=== block 1 ===
**src/rtl/div_issuer_if.sv**
```systemverilog
// Bundle of the issue, divider-request and writeback signals of div_issuer.
// slave is the issuer's view; master is the surrounding pipeline/divider view.
interface div_issuer_if #(
    parameter int WIDTH = 32
);
    logic             flush;
    logic             issue_valid;
    logic             issue_ready;
    logic [1:0]       issue_op;
    logic [4:0]       issue_rd;
    logic [WIDTH-1:0] issue_src1;
    logic [WIDTH-1:0] issue_src2;
    logic [3:0]       pipeline_divider_type;
    logic [4:0]       pipeline_divider_subtype;
    logic             pipeline_divider_stall;
    logic             pipeline_divider_flush;
    logic [WIDTH-1:0] pipeline_divider_din1;
    logic [WIDTH-1:0] pipeline_divider_din2;
    logic             divider_pipeline_stall;
    logic [WIDTH-1:0] divider_pipeline_dout;
    logic             wb_valid;
    logic             wb_ready;
    logic [4:0]       wb_rd;
    logic [WIDTH-1:0] wb_data;

    modport slave (
        input  flush, issue_valid, issue_op, issue_rd, issue_src1, issue_src2,
        input  divider_pipeline_stall, divider_pipeline_dout, wb_ready,
        output issue_ready, pipeline_divider_type, pipeline_divider_subtype,
        output pipeline_divider_stall, pipeline_divider_flush,
        output pipeline_divider_din1, pipeline_divider_din2,
        output wb_valid, wb_rd, wb_data
    );

    modport master (
        output flush, issue_valid, issue_op, issue_rd, issue_src1, issue_src2,
        output divider_pipeline_stall, divider_pipeline_dout, wb_ready,
        input  issue_ready, pipeline_divider_type, pipeline_divider_subtype,
        input  pipeline_divider_stall, pipeline_divider_flush,
        input  pipeline_divider_din1, pipeline_divider_din2,
        input  wb_valid, wb_rd, wb_data
    );
endinterface

```
**src/rtl/div_issuer.sv**
```systemverilog
// Issues one 32-bit divide/modulo at a time to a shared iterative divider and
// holds the result for writeback; zero divisors are resolved locally.
module div_issuer #(
    parameter int WIDTH = 32
) (
    input logic       clk,
    input logic       rstn,
    div_issuer_if.slave bus
);

    typedef enum logic [1:0] {
        S_IDLE,
        S_LAUNCH,
        S_WAIT,
        S_DONE
    } state_t;

    state_t           state_p0;
    state_t           state_nxt;
    logic [1:0]       op_p0;
    logic [4:0]       rd_p0;
    logic [WIDTH-1:0] src1_p0;
    logic [WIDTH-1:0] src2_p0;
    logic             seen_busy_p0;
    logic [WIDTH-1:0] wb_data_p1;

    logic             ready_c;
    logic             accept;
    logic             zero_div;
    logic             capture;

    // DIV by zero gives 0, MOD by zero returns the dividend.
    function automatic logic [WIDTH-1:0] zero_div_result(input logic [1:0] op,
                                                         input logic [WIDTH-1:0] dividend);
        return op[0] ? dividend : '0;
    endfunction

    always_comb begin
        ready_c   = (state_p0 == S_IDLE) || ((state_p0 == S_DONE) && bus.wb_ready);
        accept    = bus.issue_valid && ready_c && !bus.flush;
        zero_div  = (bus.issue_src2 == '0);
        // The divider only counts as finished after it has been seen busy.
        capture   = (state_p0 == S_WAIT) && seen_busy_p0 && !bus.divider_pipeline_stall;
        state_nxt = state_p0;
        if (bus.flush) begin
            state_nxt = S_IDLE;
        end else begin
            unique case (state_p0)
                S_IDLE:   if (accept) state_nxt = zero_div ? S_DONE : S_LAUNCH;
                S_LAUNCH: state_nxt = S_WAIT;
                S_WAIT:   if (capture) state_nxt = S_DONE;
                S_DONE: begin
                    if (bus.wb_ready) begin
                        if (accept) state_nxt = zero_div ? S_DONE : S_LAUNCH;
                        else        state_nxt = S_IDLE;
                    end
                end
            endcase
        end
    end

    always_comb begin
        bus.issue_ready              = ready_c;
        bus.pipeline_divider_type    = (state_p0 == S_LAUNCH) ? 4'd2 : 4'd0;
        bus.pipeline_divider_subtype = {3'b000, op_p0};
        bus.pipeline_divider_stall   = !((state_p0 == S_LAUNCH) || capture);
        bus.pipeline_divider_flush   = bus.flush && rstn;
        bus.pipeline_divider_din1    = src1_p0;
        bus.pipeline_divider_din2    = src2_p0;
        bus.wb_valid                 = (state_p0 == S_DONE);
        bus.wb_rd                    = rd_p0;
        bus.wb_data                  = wb_data_p1;
    end

    always_ff @(posedge clk or negedge rstn) begin
        if (!rstn) state_p0 <= S_IDLE;
        else       state_p0 <= state_nxt;
    end

    // p0: accepted operation
    always_ff @(posedge clk or negedge rstn) begin
        if (!rstn) begin
            op_p0        <= '0;
            rd_p0        <= '0;
            src1_p0      <= '0;
            src2_p0      <= '0;
            seen_busy_p0 <= 1'b0;
        end else begin
            if (accept) begin
                op_p0   <= bus.issue_op;
                rd_p0   <= bus.issue_rd;
                src1_p0 <= bus.issue_src1;
                src2_p0 <= bus.issue_src2;
            end
            if (state_p0 == S_LAUNCH)
                seen_busy_p0 <= 1'b0;
            else if ((state_p0 == S_WAIT) && bus.divider_pipeline_stall)
                seen_busy_p0 <= 1'b1;
        end
    end

    // p1: writeback result
    always_ff @(posedge clk or negedge rstn) begin
        if (!rstn) begin
            wb_data_p1 <= '0;
        end else if (accept && zero_div) begin
            wb_data_p1 <= zero_div_result(bus.issue_op, bus.issue_src1);
        end else if (capture && !bus.flush) begin
            wb_data_p1 <= bus.divider_pipeline_dout;
        end
    end

endmodule

```
**src/flat_wrapper.sv**
```systemverilog
// flat-port wrapper written by rule: the top's interface ports become plain ports
module div_issuer_flat 
#(
    parameter int WIDTH = 32
)
  (clk, rstn, bus_flush, bus_issue_valid, bus_issue_op, bus_issue_rd, bus_issue_src1, bus_issue_src2, bus_divider_pipeline_stall, bus_divider_pipeline_dout, bus_wb_ready, bus_issue_ready, bus_pipeline_divider_type, bus_pipeline_divider_subtype, bus_pipeline_divider_stall, bus_pipeline_divider_flush, bus_pipeline_divider_din1, bus_pipeline_divider_din2, bus_wb_valid, bus_wb_rd, bus_wb_data);
  div_issuer_if #(.WIDTH(WIDTH)) bus_i ();
  input logic clk;
  input logic rstn;
  input wire logic [$bits(bus_i.flush)-1:0] bus_flush;
  input wire logic [$bits(bus_i.issue_valid)-1:0] bus_issue_valid;
  input wire logic [$bits(bus_i.issue_op)-1:0] bus_issue_op;
  input wire logic [$bits(bus_i.issue_rd)-1:0] bus_issue_rd;
  input wire logic [$bits(bus_i.issue_src1)-1:0] bus_issue_src1;
  input wire logic [$bits(bus_i.issue_src2)-1:0] bus_issue_src2;
  input wire logic [$bits(bus_i.divider_pipeline_stall)-1:0] bus_divider_pipeline_stall;
  input wire logic [$bits(bus_i.divider_pipeline_dout)-1:0] bus_divider_pipeline_dout;
  input wire logic [$bits(bus_i.wb_ready)-1:0] bus_wb_ready;
  output wire logic [$bits(bus_i.issue_ready)-1:0] bus_issue_ready;
  output wire logic [$bits(bus_i.pipeline_divider_type)-1:0] bus_pipeline_divider_type;
  output wire logic [$bits(bus_i.pipeline_divider_subtype)-1:0] bus_pipeline_divider_subtype;
  output wire logic [$bits(bus_i.pipeline_divider_stall)-1:0] bus_pipeline_divider_stall;
  output wire logic [$bits(bus_i.pipeline_divider_flush)-1:0] bus_pipeline_divider_flush;
  output wire logic [$bits(bus_i.pipeline_divider_din1)-1:0] bus_pipeline_divider_din1;
  output wire logic [$bits(bus_i.pipeline_divider_din2)-1:0] bus_pipeline_divider_din2;
  output wire logic [$bits(bus_i.wb_valid)-1:0] bus_wb_valid;
  output wire logic [$bits(bus_i.wb_rd)-1:0] bus_wb_rd;
  output wire logic [$bits(bus_i.wb_data)-1:0] bus_wb_data;
  assign bus_i.flush = bus_flush;
  assign bus_i.issue_valid = bus_issue_valid;
  assign bus_i.issue_op = bus_issue_op;
  assign bus_i.issue_rd = bus_issue_rd;
  assign bus_i.issue_src1 = bus_issue_src1;
  assign bus_i.issue_src2 = bus_issue_src2;
  assign bus_i.divider_pipeline_stall = bus_divider_pipeline_stall;
  assign bus_i.divider_pipeline_dout = bus_divider_pipeline_dout;
  assign bus_i.wb_ready = bus_wb_ready;
  assign bus_issue_ready = bus_i.issue_ready;
  assign bus_pipeline_divider_type = bus_i.pipeline_divider_type;
  assign bus_pipeline_divider_subtype = bus_i.pipeline_divider_subtype;
  assign bus_pipeline_divider_stall = bus_i.pipeline_divider_stall;
  assign bus_pipeline_divider_flush = bus_i.pipeline_divider_flush;
  assign bus_pipeline_divider_din1 = bus_i.pipeline_divider_din1;
  assign bus_pipeline_divider_din2 = bus_i.pipeline_divider_din2;
  assign bus_wb_valid = bus_i.wb_valid;
  assign bus_wb_rd = bus_i.wb_rd;
  assign bus_wb_data = bus_i.wb_data;
  div_issuer #(.WIDTH(WIDTH)) u_core (.clk(clk), .rstn(rstn), .bus(bus_i));
endmodule
```
**config.mk**
```make
export PLATFORM = sky130hd
export DESIGN_NAME = div_issuer_flat
export DESIGN_NICKNAME = d
export VERILOG_FILES = /design/src/rtl/div_issuer_if.sv /design/src/rtl/div_issuer.sv /design/src/flat_wrapper.sv
export SDC_FILE = /design/constraint.sdc
export NUM_CORES = 1
export LEC_CHECK = 0
export CORE_MARGIN = 2
export CORE_UTILIZATION = 65
export CTS_CLUSTER_DIAMETER = 30
export DETAILED_ROUTE_END_ITERATION = 16
export DONT_BUFFER_PORTS = 1
export GPL_TIMING_DRIVEN = 0
export PLACE_DENSITY = 0.91
export SLEW_MARGIN = 20
export SYNTH_ARGS = -nofsm -noshare
export SYNTH_HDL_FRONTEND = slang
export SYNTH_SLANG_ARGS = --single-unit
```
**constraint.sdc**
```tcl
create_clock -name clk -period 4.9 [get_ports clk]
set_clock_uncertainty 0.1 [all_clocks]
set_input_delay 0.98 -clock clk [delete_from_list [all_inputs] [get_ports clk]]
set_output_delay 0.98 -clock clk [all_outputs]
set_load 0.01 [all_outputs]
```
=== block 2 ===
$ cat config.mk
export PLATFORM = sky130hd
export DESIGN_NAME = fetch_unit_flat
export DESIGN_NICKNAME = d
export VERILOG_FILES = /design/src/rtl/riscv_pkg.sv /design/src/rtl/fetch_unit_if.sv /design/src/rtl/fetch_fifo.sv /design/src/rtl/fetch_unit.sv /design/src/flat_wrapper.sv
export SDC_FILE = /design/constraint.sdc
export NUM_CORES = 1
export LEC_CHECK = 0
export CAP_MARGIN = 0
export CORE_MARGIN = 2
export CORE_UTILIZATION = 25
export CTS_CLUSTER_SIZE = 16
export DETAILED_ROUTE_END_ITERATION = 6
export GPL_ROUTABILITY_DRIVEN = 0
export SETUP_SLACK_MARGIN = 0.5
export SLEW_MARGIN = 20
export SYNTH_ARGS = -nofsm -noshare
export SYNTH_HDL_FRONTEND = slang
export SYNTH_SLANG_ARGS = --single-unit
$ cat constraint.sdc
create_clock -name clk -period 12.8 [get_ports clk]
set_input_delay 2.56 -clock clk [delete_from_list [all_inputs] [get_ports clk]]
set_output_delay 2.56 -clock clk [all_outputs]
set_load 0.005 [all_outputs]
$ cat src/rtl/riscv_pkg.sv
// riscv_pkg: shared pipeline constants and the fetch buffer entry type.
package riscv_pkg;
    localparam int XLEN = 32;
    localparam logic [XLEN-1:0] NOP_INSTR = 32'h0000_0013;
    typedef struct packed {
        logic [XLEN-1:0] instr;
        logic [XLEN-1:0] pc;
    } fetch_entry_t;
endpackage

$ cat src/rtl/fetch_unit_if.sv
// fetch_unit_if: instruction memory request/response handshake.
//   req_valid/req_addr/req_ready : fetch request, accepted on valid && ready
//   rsp_valid/rsp_data           : in-order response strobe and instruction word
//   master = fetch side, slave = memory side
interface fetch_unit_if;
    import riscv_pkg::*;
    logic            req_valid;
    logic [XLEN-1:0] req_addr;
    logic            req_ready;
    logic            rsp_valid;
    logic [XLEN-1:0] rsp_data;
    modport master (output req_valid, req_addr, input req_ready, rsp_valid, rsp_data);
    modport slave  (input req_valid, req_addr, output req_ready, rsp_valid, rsp_data);
endinterface

$ cat src/rtl/fetch_fifo.sv
// fetch_fifo: circular FIFO with synchronous clear.
//   clk, rst_n      : clock, async active-low reset
//   clr             : empty the FIFO at the next edge (wins over push/pop)
//   push, push_data : write an entry (ignored when full)
//   pop             : drop the head entry (ignored when empty)
//   head, count, empty : head entry, occupancy, empty flag
module fetch_fifo #(
    parameter int WIDTH = 64,
    parameter int DEPTH = 2
) (
    input  logic                       clk,
    input  logic                       rst_n,
    input  logic                       clr,
    input  logic                       push,
    input  logic                       pop,
    input  logic [WIDTH-1:0]           push_data,
    output logic [WIDTH-1:0]           head,
    output logic [$clog2(DEPTH+1)-1:0] count,
    output logic                       empty
);
    localparam int PW = DEPTH > 1 ? $clog2(DEPTH) : 1;
    localparam int CW = $clog2(DEPTH + 1);
    logic [WIDTH-1:0] mem_q [DEPTH];
    logic [PW-1:0]    rd_q, rd_d, wr_q, wr_d;
    logic [CW-1:0]    count_q, count_d;
    logic             do_push, do_pop;
    always_comb begin
        do_push = push && !clr && (count_q != CW'(DEPTH));
        do_pop  = pop && !clr && (count_q != '0);
        rd_d    = clr ? '0 : do_pop ? (rd_q == PW'(DEPTH - 1) ? '0 : rd_q + PW'(1)) : rd_q;
        wr_d    = clr ? '0 : do_push ? (wr_q == PW'(DEPTH - 1) ? '0 : wr_q + PW'(1)) : wr_q;
        count_d = clr ? '0 : count_q + CW'(do_push) - CW'(do_pop);
    end
    always_ff @(posedge clk or negedge rst_n) begin
        if (!rst_n) begin
            rd_q    <= '0;
            wr_q    <= '0;
            count_q <= '0;
        end else begin
            rd_q    <= rd_d;
            wr_q    <= wr_d;
            count_q <= count_d;
        end
    end
    always_ff @(posedge clk) begin
        if (do_push) mem_q[wr_q] <= push_data;
    end
    assign head  = mem_q[rd_q];
    assign count = count_q;
    assign empty = count_q == '0;
endmodule

$ cat src/rtl/fetch_unit.sv
// fetch_unit: instruction fetch front end with response buffer and F/D register.
//   clk, rst_n                 : clock, async active-low reset
//   stall_F, stall_D, flush_D  : hazard unit controls
//   pc_src_E, pc_target_E      : E-stage redirect
//   imem                       : instruction memory handshake (master)
//   instr_D, pc_D, pc_plus4_D, valid_D : F/D register outputs
module fetch_unit
    import riscv_pkg::*;
#(
    parameter logic [XLEN-1:0] RESET_PC   = 32'h0000_0000,
    parameter int              FIFO_DEPTH = 2
) (
    input  logic            clk,
    input  logic            rst_n,
    input  logic            stall_F,
    input  logic            stall_D,
    input  logic            flush_D,
    input  logic            pc_src_E,
    input  logic [XLEN-1:0] pc_target_E,
    fetch_unit_if.master    imem,
    output logic [XLEN-1:0] instr_D,
    output logic [XLEN-1:0] pc_D,
    output logic [XLEN-1:0] pc_plus4_D,
    output logic            valid_D
);
    localparam int CW = $clog2(FIFO_DEPTH + 1);
    localparam int TW = XLEN + 1;
    logic [XLEN-1:0] pc_f_q, pc_f_d;
    logic            epoch_q, epoch_d;
    logic [XLEN-1:0] fd_instr_q, fd_instr_d, fd_pc_q, fd_pc_d, fd_pc4_q, fd_pc4_d;
    logic            fd_valid_q, fd_valid_d;
    logic [TW-1:0]   tag_head;
    logic [CW-1:0]   tag_count, buf_count;
    logic            tag_empty, buf_empty;
    fetch_entry_t    buf_head, buf_in, ld;
    logic            req_valid, accept, rsp_fire, rsp_ok, d_adv, hold;
    logic            bypass, buf_push, buf_pop, load;

    // In-flight tags {epoch, pc}; never cleared so stale requests keep their credit until they return.
    fetch_fifo #(.WIDTH(TW), .DEPTH(FIFO_DEPTH)) u_tag (
        .clk       (clk),
        .rst_n     (rst_n),
        .clr       (1'b0),
        .push      (accept),
        .pop       (rsp_fire),
        .push_data ({epoch_q, pc_f_q}),
        .head      (tag_head),
        .count     (tag_count),
        .empty     (tag_empty)
    );

    fetch_fifo #(.WIDTH($bits(fetch_entry_t)), .DEPTH(FIFO_DEPTH)) u_buf (
        .clk       (clk),
        .rst_n     (rst_n),
        .clr       (pc_src_E),
        .push      (buf_push),
        .pop       (buf_pop),
        .push_data (buf_in),
        .head      (buf_head),
        .count     (buf_count),
        .empty     (buf_empty)
    );

    always_comb begin
        // Credits cover both in-flight and buffered words, so the buffer can never overflow.
        req_valid  = !stall_F && ((CW+1)'(tag_count) + (CW+1)'(buf_count) < (CW+1)'(FIFO_DEPTH));
        accept     = req_valid && imem.req_ready;
        // A strobe with no tag pending is a leftover from before reset.
        rsp_fire   = imem.rsp_valid && !tag_empty;
        rsp_ok     = rsp_fire && !pc_src_E && (tag_head[XLEN] == epoch_q);
        d_adv      = !stall_D && !flush_D && !pc_src_E;
        hold       = stall_D && !flush_D && !pc_src_E;
        buf_pop    = d_adv && !buf_empty;
        bypass     = rsp_ok && buf_empty && d_adv;
        buf_push   = rsp_ok && !bypass;
        buf_in     = '{instr: imem.rsp_data, pc: tag_head[XLEN-1:0]};
        ld         = buf_pop ? buf_head : buf_in;
        load       = buf_pop || bypass;
        pc_f_d     = pc_src_E ? pc_target_E : accept ? pc_f_q + XLEN'(4) : pc_f_q;
        epoch_d    = epoch_q ^ pc_src_E;
        fd_valid_d = hold ? fd_valid_q : load;
        fd_instr_d = hold ? fd_instr_q : load ? ld.instr : NOP_INSTR;
        fd_pc_d    = hold ? fd_pc_q : load ? ld.pc : '0;
        fd_pc4_d   = hold ? fd_pc4_q : load ? ld.pc + XLEN'(4) : '0;
    end

    always_ff @(posedge clk or negedge rst_n) begin
        if (!rst_n) begin
            pc_f_q     <= RESET_PC;
            epoch_q    <= 1'b0;
            fd_valid_q <= 1'b0;
            fd_instr_q <= NOP_INSTR;
            fd_pc_q    <= '0;
            fd_pc4_q   <= '0;
        end else begin
            pc_f_q     <= pc_f_d;
            epoch_q    <= epoch_d;
            fd_valid_q <= fd_valid_d;
            fd_instr_q <= fd_instr_d;
            fd_pc_q    <= fd_pc_d;
            fd_pc4_q   <= fd_pc4_d;
        end
    end

    assign imem.req_valid = req_valid;
    assign imem.req_addr  = pc_f_q;
    assign instr_D        = fd_instr_q;
    assign pc_D           = fd_pc_q;
    assign pc_plus4_D     = fd_pc4_q;
    assign valid_D        = fd_valid_q;
endmodule

$ cat src/flat_wrapper.sv
// flat-port wrapper written by rule: the top's interface ports become plain ports
module fetch_unit_flat import riscv_pkg::*;
#(
    parameter logic [XLEN-1:0] RESET_PC   = 32'h0000_0000,
    parameter int              FIFO_DEPTH = 2
)
  (clk, rst_n, stall_F, stall_D, flush_D, pc_src_E, pc_target_E, instr_D, pc_D, pc_plus4_D, valid_D, imem_req_valid, imem_req_addr, imem_req_ready, imem_rsp_valid, imem_rsp_data);
  fetch_unit_if imem_i ();
  input  logic clk;
  input  logic rst_n;
  input  logic stall_F;
  input  logic stall_D;
  input  logic flush_D;
  input  logic pc_src_E;
  input  logic [XLEN-1:0] pc_target_E;
  output logic [XLEN-1:0] instr_D;
  output logic [XLEN-1:0] pc_D;
  output logic [XLEN-1:0] pc_plus4_D;
  output logic valid_D;
  output wire logic [$bits(imem_i.req_valid)-1:0] imem_req_valid;
  output wire logic [$bits(imem_i.req_addr)-1:0] imem_req_addr;
  input wire logic [$bits(imem_i.req_ready)-1:0] imem_req_ready;
  input wire logic [$bits(imem_i.rsp_valid)-1:0] imem_rsp_valid;
  input wire logic [$bits(imem_i.rsp_data)-1:0] imem_rsp_data;
  assign imem_req_valid = imem_i.req_valid;
  assign imem_req_addr = imem_i.req_addr;
  assign imem_i.req_ready = imem_req_ready;
  assign imem_i.rsp_valid = imem_rsp_valid;
  assign imem_i.rsp_data = imem_rsp_data;
  fetch_unit #(.RESET_PC(RESET_PC), .FIFO_DEPTH(FIFO_DEPTH)) u_core (.clk(clk), .rst_n(rst_n), .stall_F(stall_F), .stall_D(stall_D), .flush_D(flush_D), .pc_src_E(pc_src_E), .pc_target_E(pc_target_E), .imem(imem_i), .instr_D(instr_D), .pc_D(pc_D), .pc_plus4_D(pc_plus4_D), .valid_D(valid_D));
endmodule
=== block 3 ===
[config.mk]
export PLATFORM = sky130hd
export DESIGN_NAME = cpu_seg_display_flat
export DESIGN_NICKNAME = d
export VERILOG_FILES = /design/src/rtl/cpu_seg_display_if.sv /design/src/rtl/cpu_seg_display.sv /design/src/flat_wrapper.sv
export SDC_FILE = /design/constraint.sdc
export NUM_CORES = 1
export LEC_CHECK = 0
export CORE_AREA = 5 5 123 125
export CTS_BUF_LIST = sky130_fd_sc_hd__clkbuf_4 sky130_fd_sc_hd__clkbuf_8 sky130_fd_sc_hd__clkbuf_16
export DETAILED_ROUTE_END_ITERATION = 10
export DIE_AREA = 0 0 128 130
export GPL_TIMING_DRIVEN = 0
export PLACE_DENSITY = 0.77
export SLEW_MARGIN = 20
export SYNTH_ARGS = -nofsm -noshare
export SYNTH_HDL_FRONTEND = slang
export SYNTH_SLANG_ARGS = --single-unit
[constraint.sdc]
create_clock -name CLK -period 2.9 [get_ports CLK]
set_input_delay 0.58 -clock CLK [delete_from_list [all_inputs] [get_ports CLK]]
set_output_delay 0.58 -clock CLK [all_outputs]
set_load 0.005 [all_outputs]
[src/rtl/cpu_seg_display_if.sv]
// CPU debug bus into the seven-segment output stage, plus the display/LED
// outputs coming back. master = board/CPU side, slave = display stage.
interface cpu_seg_display_if;
  logic        snap;
  logic        btn_page;
  logic [31:0] PCRes;
  logic [31:0] SeletePCRes;
  logic [4:0]  rs;
  logic [4:0]  rt;
  logic [31:0] ReadRes1;
  logic [31:0] ReadRes2;
  logic [31:0] ALURes;
  logic [31:0] DataMemRes;
  logic [3:0]  an;
  logic [7:0]  seg;
  logic [1:0]  page;

  modport master (
    output snap, btn_page, PCRes, SeletePCRes, rs, rt,
           ReadRes1, ReadRes2, ALURes, DataMemRes,
    input  an, seg, page
  );

  modport slave (
    input  snap, btn_page, PCRes, SeletePCRes, rs, rt,
           ReadRes1, ReadRes2, ALURes, DataMemRes,
    output an, seg, page
  );
endinterface

[src/rtl/cpu_seg_display.sv]
// 4-digit seven-segment viewer for multi-cycle CPU debug values: snapshot, page select, scan.
// Optional page-button debounce filter enabled by defining SEG_DEBOUNCE_EN.

// Active-low hex glyph for one digit position; DP_LIT lights the decimal point.
module seg_digit #(
  parameter bit DP_LIT = 1'b0
) (
  input  logic [3:0] nib,
  output logic [7:0] glyph
);
  logic [7:0] raw;

  always_comb begin
    raw = 8'hFF;
    case (nib)
      4'h0: raw = 8'hC0;
      4'h1: raw = 8'hF9;
      4'h2: raw = 8'hA4;
      4'h3: raw = 8'hB0;
      4'h4: raw = 8'h99;
      4'h5: raw = 8'h92;
      4'h6: raw = 8'h82;
      4'h7: raw = 8'hF8;
      4'h8: raw = 8'h80;
      4'h9: raw = 8'h90;
      4'hA: raw = 8'h88;
      4'hB: raw = 8'h83;
      4'hC: raw = 8'hC6;
      4'hD: raw = 8'hA1;
      4'hE: raw = 8'h86;
      4'hF: raw = 8'h8E;
      default: raw = 8'hFF;
    endcase
  end

  assign glyph = DP_LIT ? (raw & 8'h7F) : raw;
endmodule

module cpu_seg_display #(
  parameter int REFRESH_DIV = 100000,
  parameter int DEB_CYCLES  = 500000
) (
  input logic              CLK,
  input logic              RST,
  cpu_seg_display_if.slave bus
);
  localparam int CW = $clog2(REFRESH_DIV);

  logic [3:0][15:0] snap_q;
  logic [1:0]       page_q;
  logic [15:0]      word;
  logic [3:0][7:0]  glyph;
  logic [CW-1:0]    rcnt;
  logic             wrap;
  logic             render;
  logic [1:0]       idx;
  logic [3:0]       an_q;
  logic [7:0]       seg_q;
  logic [1:0]       sync;
  logic             filt;
  logic             filt_q;
  logic             unused_bits;

  // Snapshot of the four 16-bit pages
  always_ff @(posedge CLK or posedge RST) begin
    if (RST) begin
      snap_q <= '0;
    end else if (bus.snap) begin
      snap_q[0] <= {bus.PCRes[7:0], bus.SeletePCRes[7:0]};
      snap_q[1] <= {3'b000, bus.rs, bus.ReadRes1[7:0]};
      snap_q[2] <= {3'b000, bus.rt, bus.ReadRes2[7:0]};
      snap_q[3] <= {bus.ALURes[7:0], bus.DataMemRes[7:0]};
    end
  end

  assign word = snap_q[page_q];

  for (genvar k = 0; k < 4; k++) begin : g_dig
    seg_digit #(.DP_LIT(k == 2)) u_dig (
      .nib   (word[4*k +: 4]),
      .glyph (glyph[k])
    );
  end

  // Digits are only rendered the cycle after a divider wrap, so page or
  // snapshot changes never disturb the slot currently on the glass.
  assign wrap = (rcnt == CW'(REFRESH_DIV - 1));

  always_ff @(posedge CLK or posedge RST) begin
    if (RST) begin
      rcnt   <= '0;
      render <= 1'b0;
      idx    <= 2'd0;
      an_q   <= 4'hF;
      seg_q  <= 8'hFF;
    end else begin
      rcnt   <= wrap ? '0 : rcnt + 1'b1;
      render <= wrap;
      if (render) begin
        an_q  <= ~(4'b0001 << idx);
        seg_q <= glyph[idx];
        idx   <= idx + 1'b1;
      end
    end
  end

  always_ff @(posedge CLK or posedge RST) begin
    if (RST) sync <= 2'b00;
    else     sync <= {sync[0], bus.btn_page};
  end

`ifdef SEG_DEBOUNCE_EN
  localparam int DW = $clog2(DEB_CYCLES + 1);
  logic [DW-1:0] dcnt;

  // Filtered level flips only after DEB_CYCLES consecutive disagreeing samples
  always_ff @(posedge CLK or posedge RST) begin
    if (RST) begin
      filt <= 1'b0;
      dcnt <= '0;
    end else if (sync[1] == filt) begin
      dcnt <= '0;
    end else if (dcnt == DW'(DEB_CYCLES - 1)) begin
      filt <= sync[1];
      dcnt <= '0;
    end else begin
      dcnt <= dcnt + 1'b1;
    end
  end

  assign unused_bits = ^{bus.PCRes[31:8], bus.SeletePCRes[31:8], bus.ReadRes1[31:8],
                         bus.ReadRes2[31:8], bus.ALURes[31:8], bus.DataMemRes[31:8]};
`else
  assign filt = sync[1];

  assign unused_bits = ^{bus.PCRes[31:8], bus.SeletePCRes[31:8], bus.ReadRes1[31:8],
                         bus.ReadRes2[31:8], bus.ALURes[31:8], bus.DataMemRes[31:8],
                         DEB_CYCLES[0]};
`endif

  always_ff @(posedge CLK or posedge RST) begin
    if (RST) begin
      filt_q <= 1'b0;
      page_q <= 2'd0;
    end else begin
      filt_q <= filt;
      if (filt && !filt_q) page_q <= page_q + 1'b1;
    end
  end

  assign bus.an   = an_q;
  assign bus.seg  = seg_q;
  assign bus.page = page_q;
endmodule

[src/flat_wrapper.sv]
// flat-port wrapper written by rule: the top's interface ports become plain ports
module cpu_seg_display_flat 
#(
  parameter int REFRESH_DIV = 100000,
  parameter int DEB_CYCLES  = 500000
)
  (CLK, RST, bus_snap, bus_btn_page, bus_PCRes, bus_SeletePCRes, bus_rs, bus_rt, bus_ReadRes1, bus_ReadRes2, bus_ALURes, bus_DataMemRes, bus_an, bus_seg, bus_page);
  cpu_seg_display_if bus_i ();
  input logic CLK;
  input logic RST;
  input wire logic [$bits(bus_i.snap)-1:0] bus_snap;
  input wire logic [$bits(bus_i.btn_page)-1:0] bus_btn_page;
  input wire logic [$bits(bus_i.PCRes)-1:0] bus_PCRes;
  input wire logic [$bits(bus_i.SeletePCRes)-1:0] bus_SeletePCRes;
  input wire logic [$bits(bus_i.rs)-1:0] bus_rs;
  input wire logic [$bits(bus_i.rt)-1:0] bus_rt;
  input wire logic [$bits(bus_i.ReadRes1)-1:0] bus_ReadRes1;
  input wire logic [$bits(bus_i.ReadRes2)-1:0] bus_ReadRes2;
  input wire logic [$bits(bus_i.ALURes)-1:0] bus_ALURes;
  input wire logic [$bits(bus_i.DataMemRes)-1:0] bus_DataMemRes;
  output wire logic [$bits(bus_i.an)-1:0] bus_an;
  output wire logic [$bits(bus_i.seg)-1:0] bus_seg;
  output wire logic [$bits(bus_i.page)-1:0] bus_page;
  assign bus_i.snap = bus_snap;
  assign bus_i.btn_page = bus_btn_page;
  assign bus_i.PCRes = bus_PCRes;
  assign bus_i.SeletePCRes = bus_SeletePCRes;
  assign bus_i.rs = bus_rs;
  assign bus_i.rt = bus_rt;
  assign bus_i.ReadRes1 = bus_ReadRes1;
  assign bus_i.ReadRes2 = bus_ReadRes2;
  assign bus_i.ALURes = bus_ALURes;
  assign bus_i.DataMemRes = bus_DataMemRes;
  assign bus_an = bus_i.an;
  assign bus_seg = bus_i.seg;
  assign bus_page = bus_i.page;
  cpu_seg_display #(.REFRESH_DIV(REFRESH_DIV), .DEB_CYCLES(DEB_CYCLES)) u_core (.CLK(CLK), .RST(RST), .bus(bus_i));
endmodule

==> layout pictures side by side <==
I/O pins on the die edge.
panel A
Scale bar: 20 um. Pins as bars across the die edge, other pins in grey.
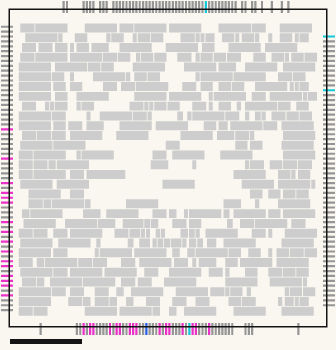
panel B
Scale bar: 50 um. Pins as bars across the die edge, other pins in grey.
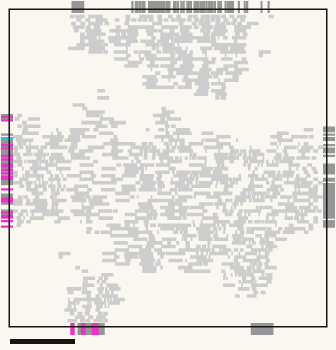
panel C
Scale bar: 50 um. Pins as bars across the die edge, other pins in grey.
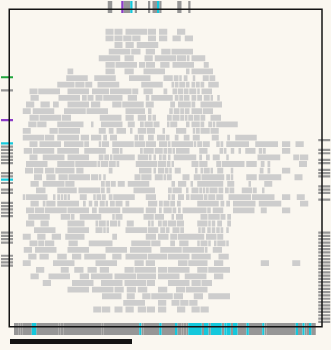
- block 1 = panel A
- block 3 = panel C
- block 2 = panel B
Of these, smallest die: panel A
Of these, largest die: panel B

**Block 3: clock wiring as the flow saved it**

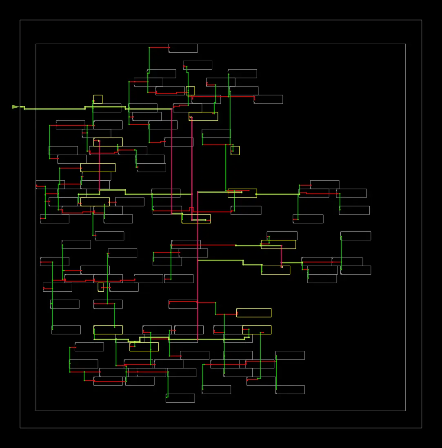
clock buffer count: 10
clk pwr: 1.36 mW
cts bufs inserted: 9
Flop Count: 94
Late-Pin Clk Latency: 0.35 ns

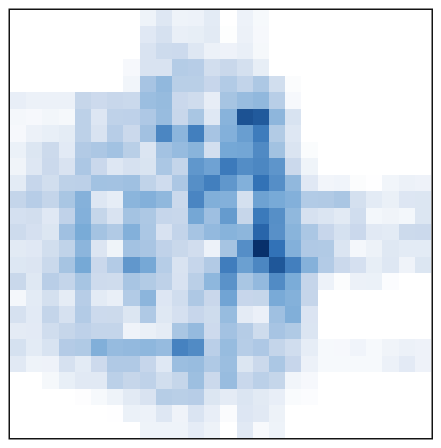
**Above:** block 3 (routed metal per tile).
The die is cut into 26 by 26 equal tiles; white is low, dark blue is high, scaled to the fullest tile. Values are wire area over tile area, all layers added.
- emptiest ninth of the die: upper right
- tiles over half the peak: 6.5%
- mean over tiles: 0.13

==> impl_metrics.json, block 3 <==
{
  "ys_types": 61,
  "fp_nets": 717,
  "worstPathArrival_ns": 3.07,
  "top_area_cell_class": "combinational gates",
  "max_slew_margin_pct": 23.3,
  "worst_setup_path_end_kind": "flip-flop",
  "overflow": 0,
  "status": "finished clean",
  "ir_worst_vdd_v": 0.000463,
  "clock_area_share_pct": 4.95,
  "vias": 4153,
  "switchingPower_mw": 2.08,
  "crit_path_max_fanout": 19,
  "fin_cells": 758,
  "route.detailed.drc": 0,
  "hold_path_class": "flip-flop to flip-flop",
  "cts_htree_levels": 3,
  "clock_skew_ns": 0.0107,
  "common_cells": "83 x dfrtp_1, 62 x mux2_2, 30 x ha_1, 26 x nand2_1, 25 x nor2_1",
  "worst-path-buf-inv": 4,
  "via_per_inst": 5.48,
  "buffers": 110
}
[block 3: worst register-to-register path: stages (launching register included)]
cell and delay, ns:
dfrtp_1 0.40, buf_6 0.16, buf_12 0.16, buf_4 0.19
and3_1 0.21, a21oi_4 0.16, inv_2 0.10, ha_4 0.28
nor3_1 0.06, o41ai_2 0.38, o22ai_2 0.14, a221oi_2 0.36
a21o_1 0.12
[block 3: layer usage]
| layer | share of wire, % | track usage (%) |
|---|---|---|
| met1 | 43 | 22.0 |
| met2 | 50 | 28.9 |
| met3 | 5.4 | 3.72 |
| met4 | 1.5 | 4.49 |
| met5 | 0 | 0 |
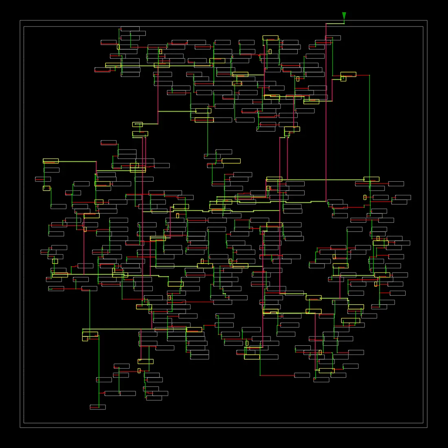
**Above:** block 2 (clock wiring as the flow saved it).
Clock Sinks: 330
cts bufs inserted: 39

==> impl_metrics.json, block 2 <==
{
  "top_power_group": "sequential cells",
  "yosys.area.top_type_share_pct": 40.8,
  "utilization_pct": 32.6,
  "grt_pass1_vias": 9293,
  "final_area_um2": 18400,
  "fin_setup_tns_ns": 0,
  "edf_count": 194,
  "crit_end": "u_core.pc_plus4_D[28]",
  "cts_max_path_buffers": 3,
  "largest_register_ff_count": 128,
  "status": "finished clean",
  "drt-wirelength-per-cell_um": 18.6,
  "power.share.combinational_pct": 19.6,
  "rsz0062_at_grt": "no",
  "cpMostUsedCell": "buf_4",
  "hold_path_class": "flip-flop to flip-flop",
  "switchingPower_mw": 0.877,
  "crit_path_max_fanout": 70
}
==> block 2: metal layers <==
layer  up-vias  share of wire, %  track usage [%]
li1       4554                 -                -
met1      4893                48             19.0
met2       268                44             18.9
met3        55               5.9             2.81
met4         0               2.1             4.13
met5         -                 0                0
==> block 2: cell type report <==
cell class	count	area [um2]	area share (%)
clock buffers	50	1070	5.81
well taps	756	946	5.14
clock inverters	20	196	1.07
multi-input cells	706	4690	25.5
flip-flops and latches	330	9240	50.2
inverters	22	82.6	0.449
repair buffers	220	2170	11.8
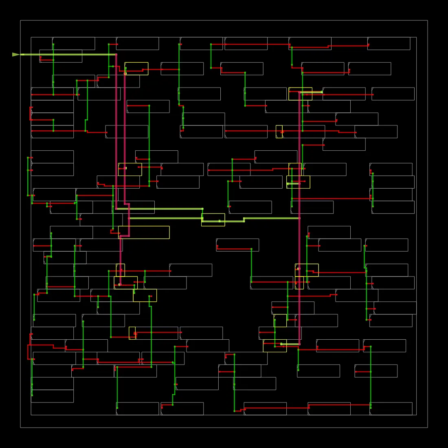
**Above:** block 1 (clock wiring as the flow saved it).
clk pwr: 0.519 mW
cts bufs inserted: 9
Late-Pin Clk Latency: 0.35 ns
Clock Sinks: 106

==> impl_metrics.json, block 1 <==
{
  "status": "finished clean",
  "comb_area_um2": 1780,
  "placed_area_um2": 4720,
  "crit_end": "bus_pipeline_divider_stall",
  "seq-power_mw": 1.53,
  "comb_cells": 204,
  "ys_types": 25,
  "nClkBuffers": 11,
  "layout_min_cycle_time_ns": 2.56,
  "largest_area_cell": "dfrtp_1",
  "syn2layout_area_growth_pct": 7.10,
  "power.share.combinational_pct": 15.9,
  "totalWireLength_um": 10000,
  "top_area_cell_class": "flip-flops and latches",
  "die_w_um": 88.0,
  "fp_util_pct": 67.4,
  "drt_iter0_markers": 91,
  "syn_avg_cell_area_um2": 13.7,
  "overflow": 0
}
-- block 1: logic make-up after synthesis --
logic type	Yosys count	share of synthesized area, %
AND-OR/OR-AND	7	1.01
buffers and inverters	29	3.63
flip-flops	106	57.9
multiplexers	135	31.4
other	1	0.0818
AND/OR/NAND/NOR	56	5.95
-- block 1: per-layer routing --
metal  track usage (%)  up-vias  routed length, um
met5                 0        -                  0
met3              9.05       21               1100
met1              29.9     1302               3570
met2              42.4      158               5110
met4              11.7        0                227
li1                  -     1182                  -

=== block 4 ===
**Block 4: clock wiring as the flow saved it**

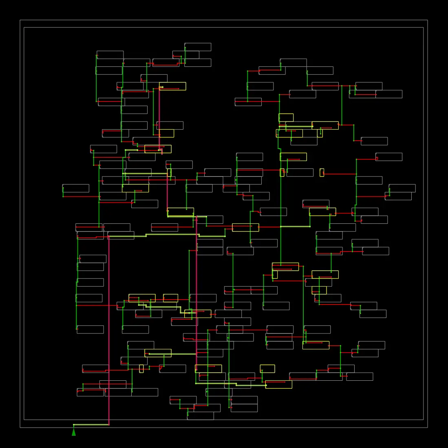
**Block 4: routed metal per tile**

The die is cut into 28 by 28 equal tiles; white is low, dark blue is high, scaled to the fullest tile. Values are wire area over tile area, all layers added.
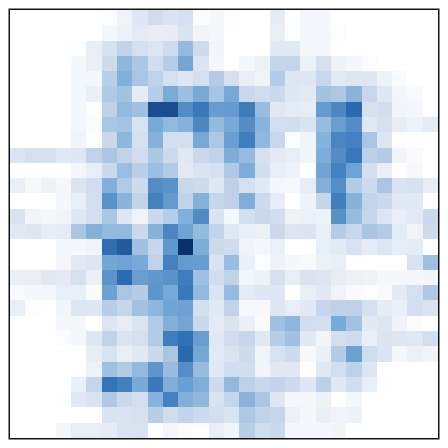
**config.mk**
```make
export PLATFORM = sky130hd
export DESIGN_NAME = vga_sync_decoder
export DESIGN_NICKNAME = d
export VERILOG_FILES = /design/src/rtl/vga_sync_decoder.sv
export SDC_FILE = /design/constraint.sdc
export NUM_CORES = 1
export LEC_CHECK = 0
export ABC_CLOCK_PERIOD_IN_PS = 8000
export CAP_MARGIN = 20
export CORE_UTILIZATION = 30
export CTS_CLUSTER_DIAMETER = 120
export DETAILED_ROUTE_END_ITERATION = 10
export SKIP_CTS_REPAIR_TIMING = 1
export SYNTH_ARGS = -nofsm -noshare
export SYNTH_HDL_FRONTEND = slang
export SYNTH_SLANG_ARGS = --single-unit
```
**constraint.sdc**
```tcl
create_clock -name clk -period 8 [get_ports clk]
set_input_delay 1.6 -clock clk [delete_from_list [all_inputs] [get_ports clk]]
set_output_delay 1.6 -clock clk [all_outputs]
set_load 0.01 [all_outputs]
```
**src/rtl/vga_sync_decoder.sv**
```systemverilog
// vga_sync_decoder
//   Receiver-side checker for a registered hsync/vsync/de video stream.
//   Recovers the pixel coordinate of each active pixel, measures line and
//   frame geometry, compares it with the expected timing and reports lock
//   plus sticky error bits.
//
// Ports
//   clk         pixel clock, all inputs synchronous to it
//   reset       asynchronous, active-high reset
//   hsync       horizontal sync (assert level SYNC_POL)
//   vsync       vertical sync (assert level SYNC_POL)
//   de          data enable
//   err_clr     clears the sticky error bits
//   rx, ry      recovered pixel coordinate, aligned with rde
//   rde         de delayed one cycle
//   locked      geometry matched for LOCK_FRAMES consecutive frames
//   h_period    last measured line length in clocks
//   v_period    last measured frame length in lines
//   frame_count vsync assert edges seen, wraps
//   err         sticky: [0] line length, [1] active pixels,
//               [2] frame length, [3] active lines
//
// state  | meaning
// SEARCH | waiting for the first vsync edge, geometry not checked
// TRACK  | checking frames, counting consecutive good ones
// LOCKED | LOCK_FRAMES good frames seen, any error drops back to TRACK
module vga_sync_decoder #(
  parameter int   CORDW       = 10,
  parameter int   H_ACTIVE    = 640,
  parameter int   V_ACTIVE    = 480,
  parameter int   H_TOTAL     = 800,
  parameter int   V_TOTAL     = 525,
  parameter logic SYNC_POL    = 1'b0,
  parameter int   LOCK_FRAMES = 2
) (
  input  logic               clk,
  input  logic               reset,
  input  logic               hsync,
  input  logic               vsync,
  input  logic               de,
  input  logic               err_clr,
  output logic [CORDW-1:0]   rx,
  output logic [CORDW-1:0]   ry,
  output logic               rde,
  output logic               locked,
  output logic [CORDW+1:0]   h_period,
  output logic [CORDW+1:0]   v_period,
  output logic [15:0]        frame_count,
  output logic [3:0]         err
);

  localparam int CW = CORDW + 2;
  localparam logic [CW-1:0] CMAX       = '1;
  localparam logic [CW-1:0] H_TOTAL_C  = CW'(H_TOTAL);
  localparam logic [CW-1:0] H_ACTIVE_C = CW'(H_ACTIVE);
  localparam logic [CW-1:0] V_TOTAL_C  = CW'(V_TOTAL);
  localparam logic [CW-1:0] V_ACTIVE_C = CW'(V_ACTIVE);
  localparam logic [3:0]    LOCK_C     = 4'(LOCK_FRAMES);

  typedef enum logic [1:0] {SEARCH, TRACK, LOCKED} state_t;

  function automatic logic [CW-1:0] sat_inc(input logic [CW-1:0] x);
    return (x == CMAX) ? x : x + CW'(1);
  endfunction

  state_t            state_q, state_d;
  logic              hs_q, vs_q, de_q;
  logic [CW-1:0]     hcnt_q, hcnt_d, pcnt_q, pcnt_d;
  logic [CW-1:0]     lcnt_q, lcnt_d, acnt_q, acnt_d;
  logic              h_seen_q, h_seen_d, frame_bad_q, frame_bad_d;
  logic [3:0]        good_q, good_d;
  logic [CORDW-1:0]  rx_q, ry_q;
  logic              rde_q, locked_q;
  logic [CW-1:0]     h_period_q, h_period_d, v_period_q, v_period_d;
  logic [15:0]       frame_count_q, frame_count_d;
  logic [3:0]        err_q, err_d;

  logic          h_edge, v_edge, de_fall, checking;
  logic          h_err, p_err, v_err, a_err, frame_fail;
  logic [CW-1:0] h_len, lcnt_eff, acnt_eff;
  logic [3:0]    good_inc;

  always_comb begin
    h_edge   = (hsync == SYNC_POL) && (hs_q != SYNC_POL);
    v_edge   = (vsync == SYNC_POL) && (vs_q != SYNC_POL);
    de_fall  = de_q && !de;
    checking = (state_q != SEARCH);

    h_len    = sat_inc(hcnt_q);
    // A line edge coinciding with the frame edge belongs to the ending frame,
    // likewise a de fall on the frame edge cycle.
    lcnt_eff = h_edge  ? sat_inc(lcnt_q) : lcnt_q;
    acnt_eff = de_fall ? sat_inc(acnt_q) : acnt_q;

    h_err = h_edge && h_seen_q && checking && (h_len != H_TOTAL_C);
    p_err = de_fall && checking && (pcnt_q != H_ACTIVE_C);
    v_err = v_edge && checking && (lcnt_eff != V_TOTAL_C);
    a_err = v_edge && checking && (acnt_eff != V_ACTIVE_C);
    frame_fail = frame_bad_q | h_err | p_err | v_err | a_err;

    hcnt_d        = h_edge ? '0 : sat_inc(hcnt_q);
    h_period_d    = h_edge ? h_len : h_period_q;
    // The first line edge after SEARCH has no reference point, so skip it.
    h_seen_d      = (state_q == SEARCH) ? 1'b0 : (h_seen_q | h_edge);
    pcnt_d        = de_fall ? '0 : (de ? sat_inc(pcnt_q) : pcnt_q);
    acnt_d        = v_edge ? '0 : acnt_eff;
    lcnt_d        = v_edge ? '0 : lcnt_eff;
    v_period_d    = v_edge ? lcnt_eff : v_period_q;
    frame_count_d = frame_count_q + 16'(v_edge);
    frame_bad_d   = v_edge ? 1'b0 : (frame_bad_q | h_err | p_err);
    // Set beats clear when both happen in the same cycle.
    err_d         = (err_clr ? 4'b0 : err_q) | {a_err, v_err, p_err, h_err};

    good_inc = good_q + 4'd1;
    state_d  = state_q;
    good_d   = good_q;
    case (state_q)
      SEARCH: begin
        if (v_edge) begin
          state_d = TRACK;
          good_d  = 4'd0;
        end
      end
      TRACK: begin
        if (v_edge) begin
          if (frame_fail) begin
            good_d = 4'd0;
          end else if (good_inc >= LOCK_C) begin
            state_d = LOCKED;
            good_d  = 4'd0;
          end else begin
            good_d = good_inc;
          end
        end
      end
      LOCKED: begin
        if (h_err || p_err || (v_edge && frame_fail)) begin
          state_d = TRACK;
          good_d  = 4'd0;
        end
      end
      default: begin
        state_d = SEARCH;
        good_d  = 4'd0;
      end
    endcase
  end

  always_ff @(posedge clk or posedge reset) begin
    if (reset) begin
      state_q       <= SEARCH;
      hs_q          <= 1'b0;
      vs_q          <= 1'b0;
      de_q          <= 1'b0;
      hcnt_q        <= '0;
      pcnt_q        <= '0;
      lcnt_q        <= '0;
      acnt_q        <= '0;
      h_seen_q      <= 1'b0;
      frame_bad_q   <= 1'b0;
      good_q        <= 4'd0;
      rx_q          <= '0;
      ry_q          <= '0;
      rde_q         <= 1'b0;
      locked_q      <= 1'b0;
      h_period_q    <= '0;
      v_period_q    <= '0;
      frame_count_q <= '0;
      err_q         <= 4'd0;
    end else begin
      state_q       <= state_d;
      hs_q          <= hsync;
      vs_q          <= vsync;
      de_q          <= de;
      hcnt_q        <= hcnt_d;
      pcnt_q        <= pcnt_d;
      lcnt_q        <= lcnt_d;
      acnt_q        <= acnt_d;
      h_seen_q      <= h_seen_d;
      frame_bad_q   <= frame_bad_d;
      good_q        <= good_d;
      rx_q          <= pcnt_q[CORDW-1:0];
      ry_q          <= acnt_q[CORDW-1:0];
      rde_q         <= de;
      locked_q      <= (state_d == LOCKED);
      h_period_q    <= h_period_d;
      v_period_q    <= v_period_d;
      frame_count_q <= frame_count_d;
      err_q         <= err_d;
    end
  end

  assign rx          = rx_q;
  assign ry          = ry_q;
  assign rde         = rde_q;
  assign locked      = locked_q;
  assign h_period    = h_period_q;
  assign v_period    = v_period_q;
  assign frame_count = frame_count_q;
  assign err         = err_q;

endmodule

```
==> impl_metrics.json <==
{
  "cts_max_path_buffers": 2,
  "ys_types": 70,
  "finalHoldViolCount": 0,
  "seq-power_mw": 0.765,
  "lay_top_cells": "124 x dfrtp_1, 71 x clkdlybuf4s50_1, 60 x nor2_1",
  "cts_tree": "yes",
  "path_clk_slew_ns": 0.05,
  "yosysSeqAreaShare_pct": 53.3,
  "comb_area_um2": 2540,
  "die-area_um2": 20000,
  "fp_nets": 583,
  "max_stage_delay_ns": 0.80,
  "ys_async_sr_fraction_pct": 100,
  "synth_stat.cells": 568,
  "warning_count": 28,
  "status": "finished clean",
  "mux_share_pct": 1.74,
  "power.share.combinational_pct": 16.1,
  "diodes": 0,
  "crit_path_max_fanout": 30,
  "fp.dieH_um": 141,
  "via_per_inst": 4.91,
  "ff_type": "dfrtp_1"
}
Notes on 'clock wiring as the flow saved it' of block 4 above:
Late-Pin Clk Latency: 0.41 ns
Clock Sinks: 124
clock buffer count: 26
Flop Count: 124

Notes on 'routed metal per tile' of block 4 above:
- fullest tile: 0.55
- nearly empty tiles: 23%
- tiles over half the peak: 9.4%
- mean over tiles: 0.10
via count: 4,464
wire length per cell: 14.7 um
Total Wirelength: 13,300 um
GRT Util Overall: 14.3%

==> final cells by class <==
cell class | instances | area share (%)
Clock inverter | 2 | 0.137
Clock buffer | 26 | 6.99
Tap cell | 260 | 4.46
Sequential cell | 124 | 42.6
Timing Repair Buffer | 73 | 9.96
Inverter | 20 | 1.06
Multi-Input combinational cell | 404 | 34.8


## Gallery

Zoomed window.
(a)
Scale bar: 5 um. Region (61, 89) to (81, 109) um. Cells in grey, sequential cells in the stronger grey; small squares are vias.
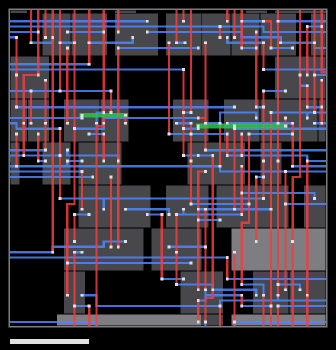
(b)
Scale bar: 5 um. Region (34, 52) to (54, 72) um. Cells in grey, sequential cells in the stronger grey; small squares are vias.
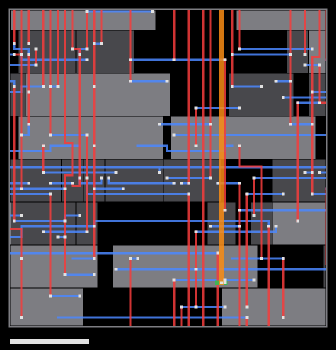
(c)
Scale bar: 5 um. Region (54, 81) to (74, 101) um. Cells in grey, sequential cells in the stronger grey; small squares are vias.
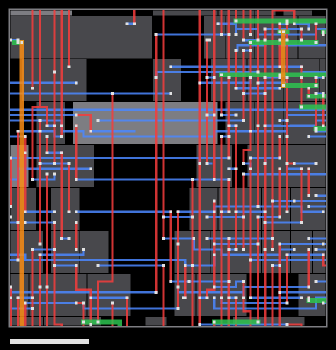
- (a) = block 4
- (b) = block 1
- (c) = block 3
Of these, largest die: (a)
Of these, smallest die: (b)

Key to (a):
- blue: met1
- green: met3
- red: met2
- sequential cells in the window: 1
- most frequent: nand3_1 (3), nand4_1 (3), nor2_1 (3)
- cells with their middle in the window: 31
- netlist names of flops here include: `lcnt_q` (1)

Power is estimated from default activity; no workload was simulated.
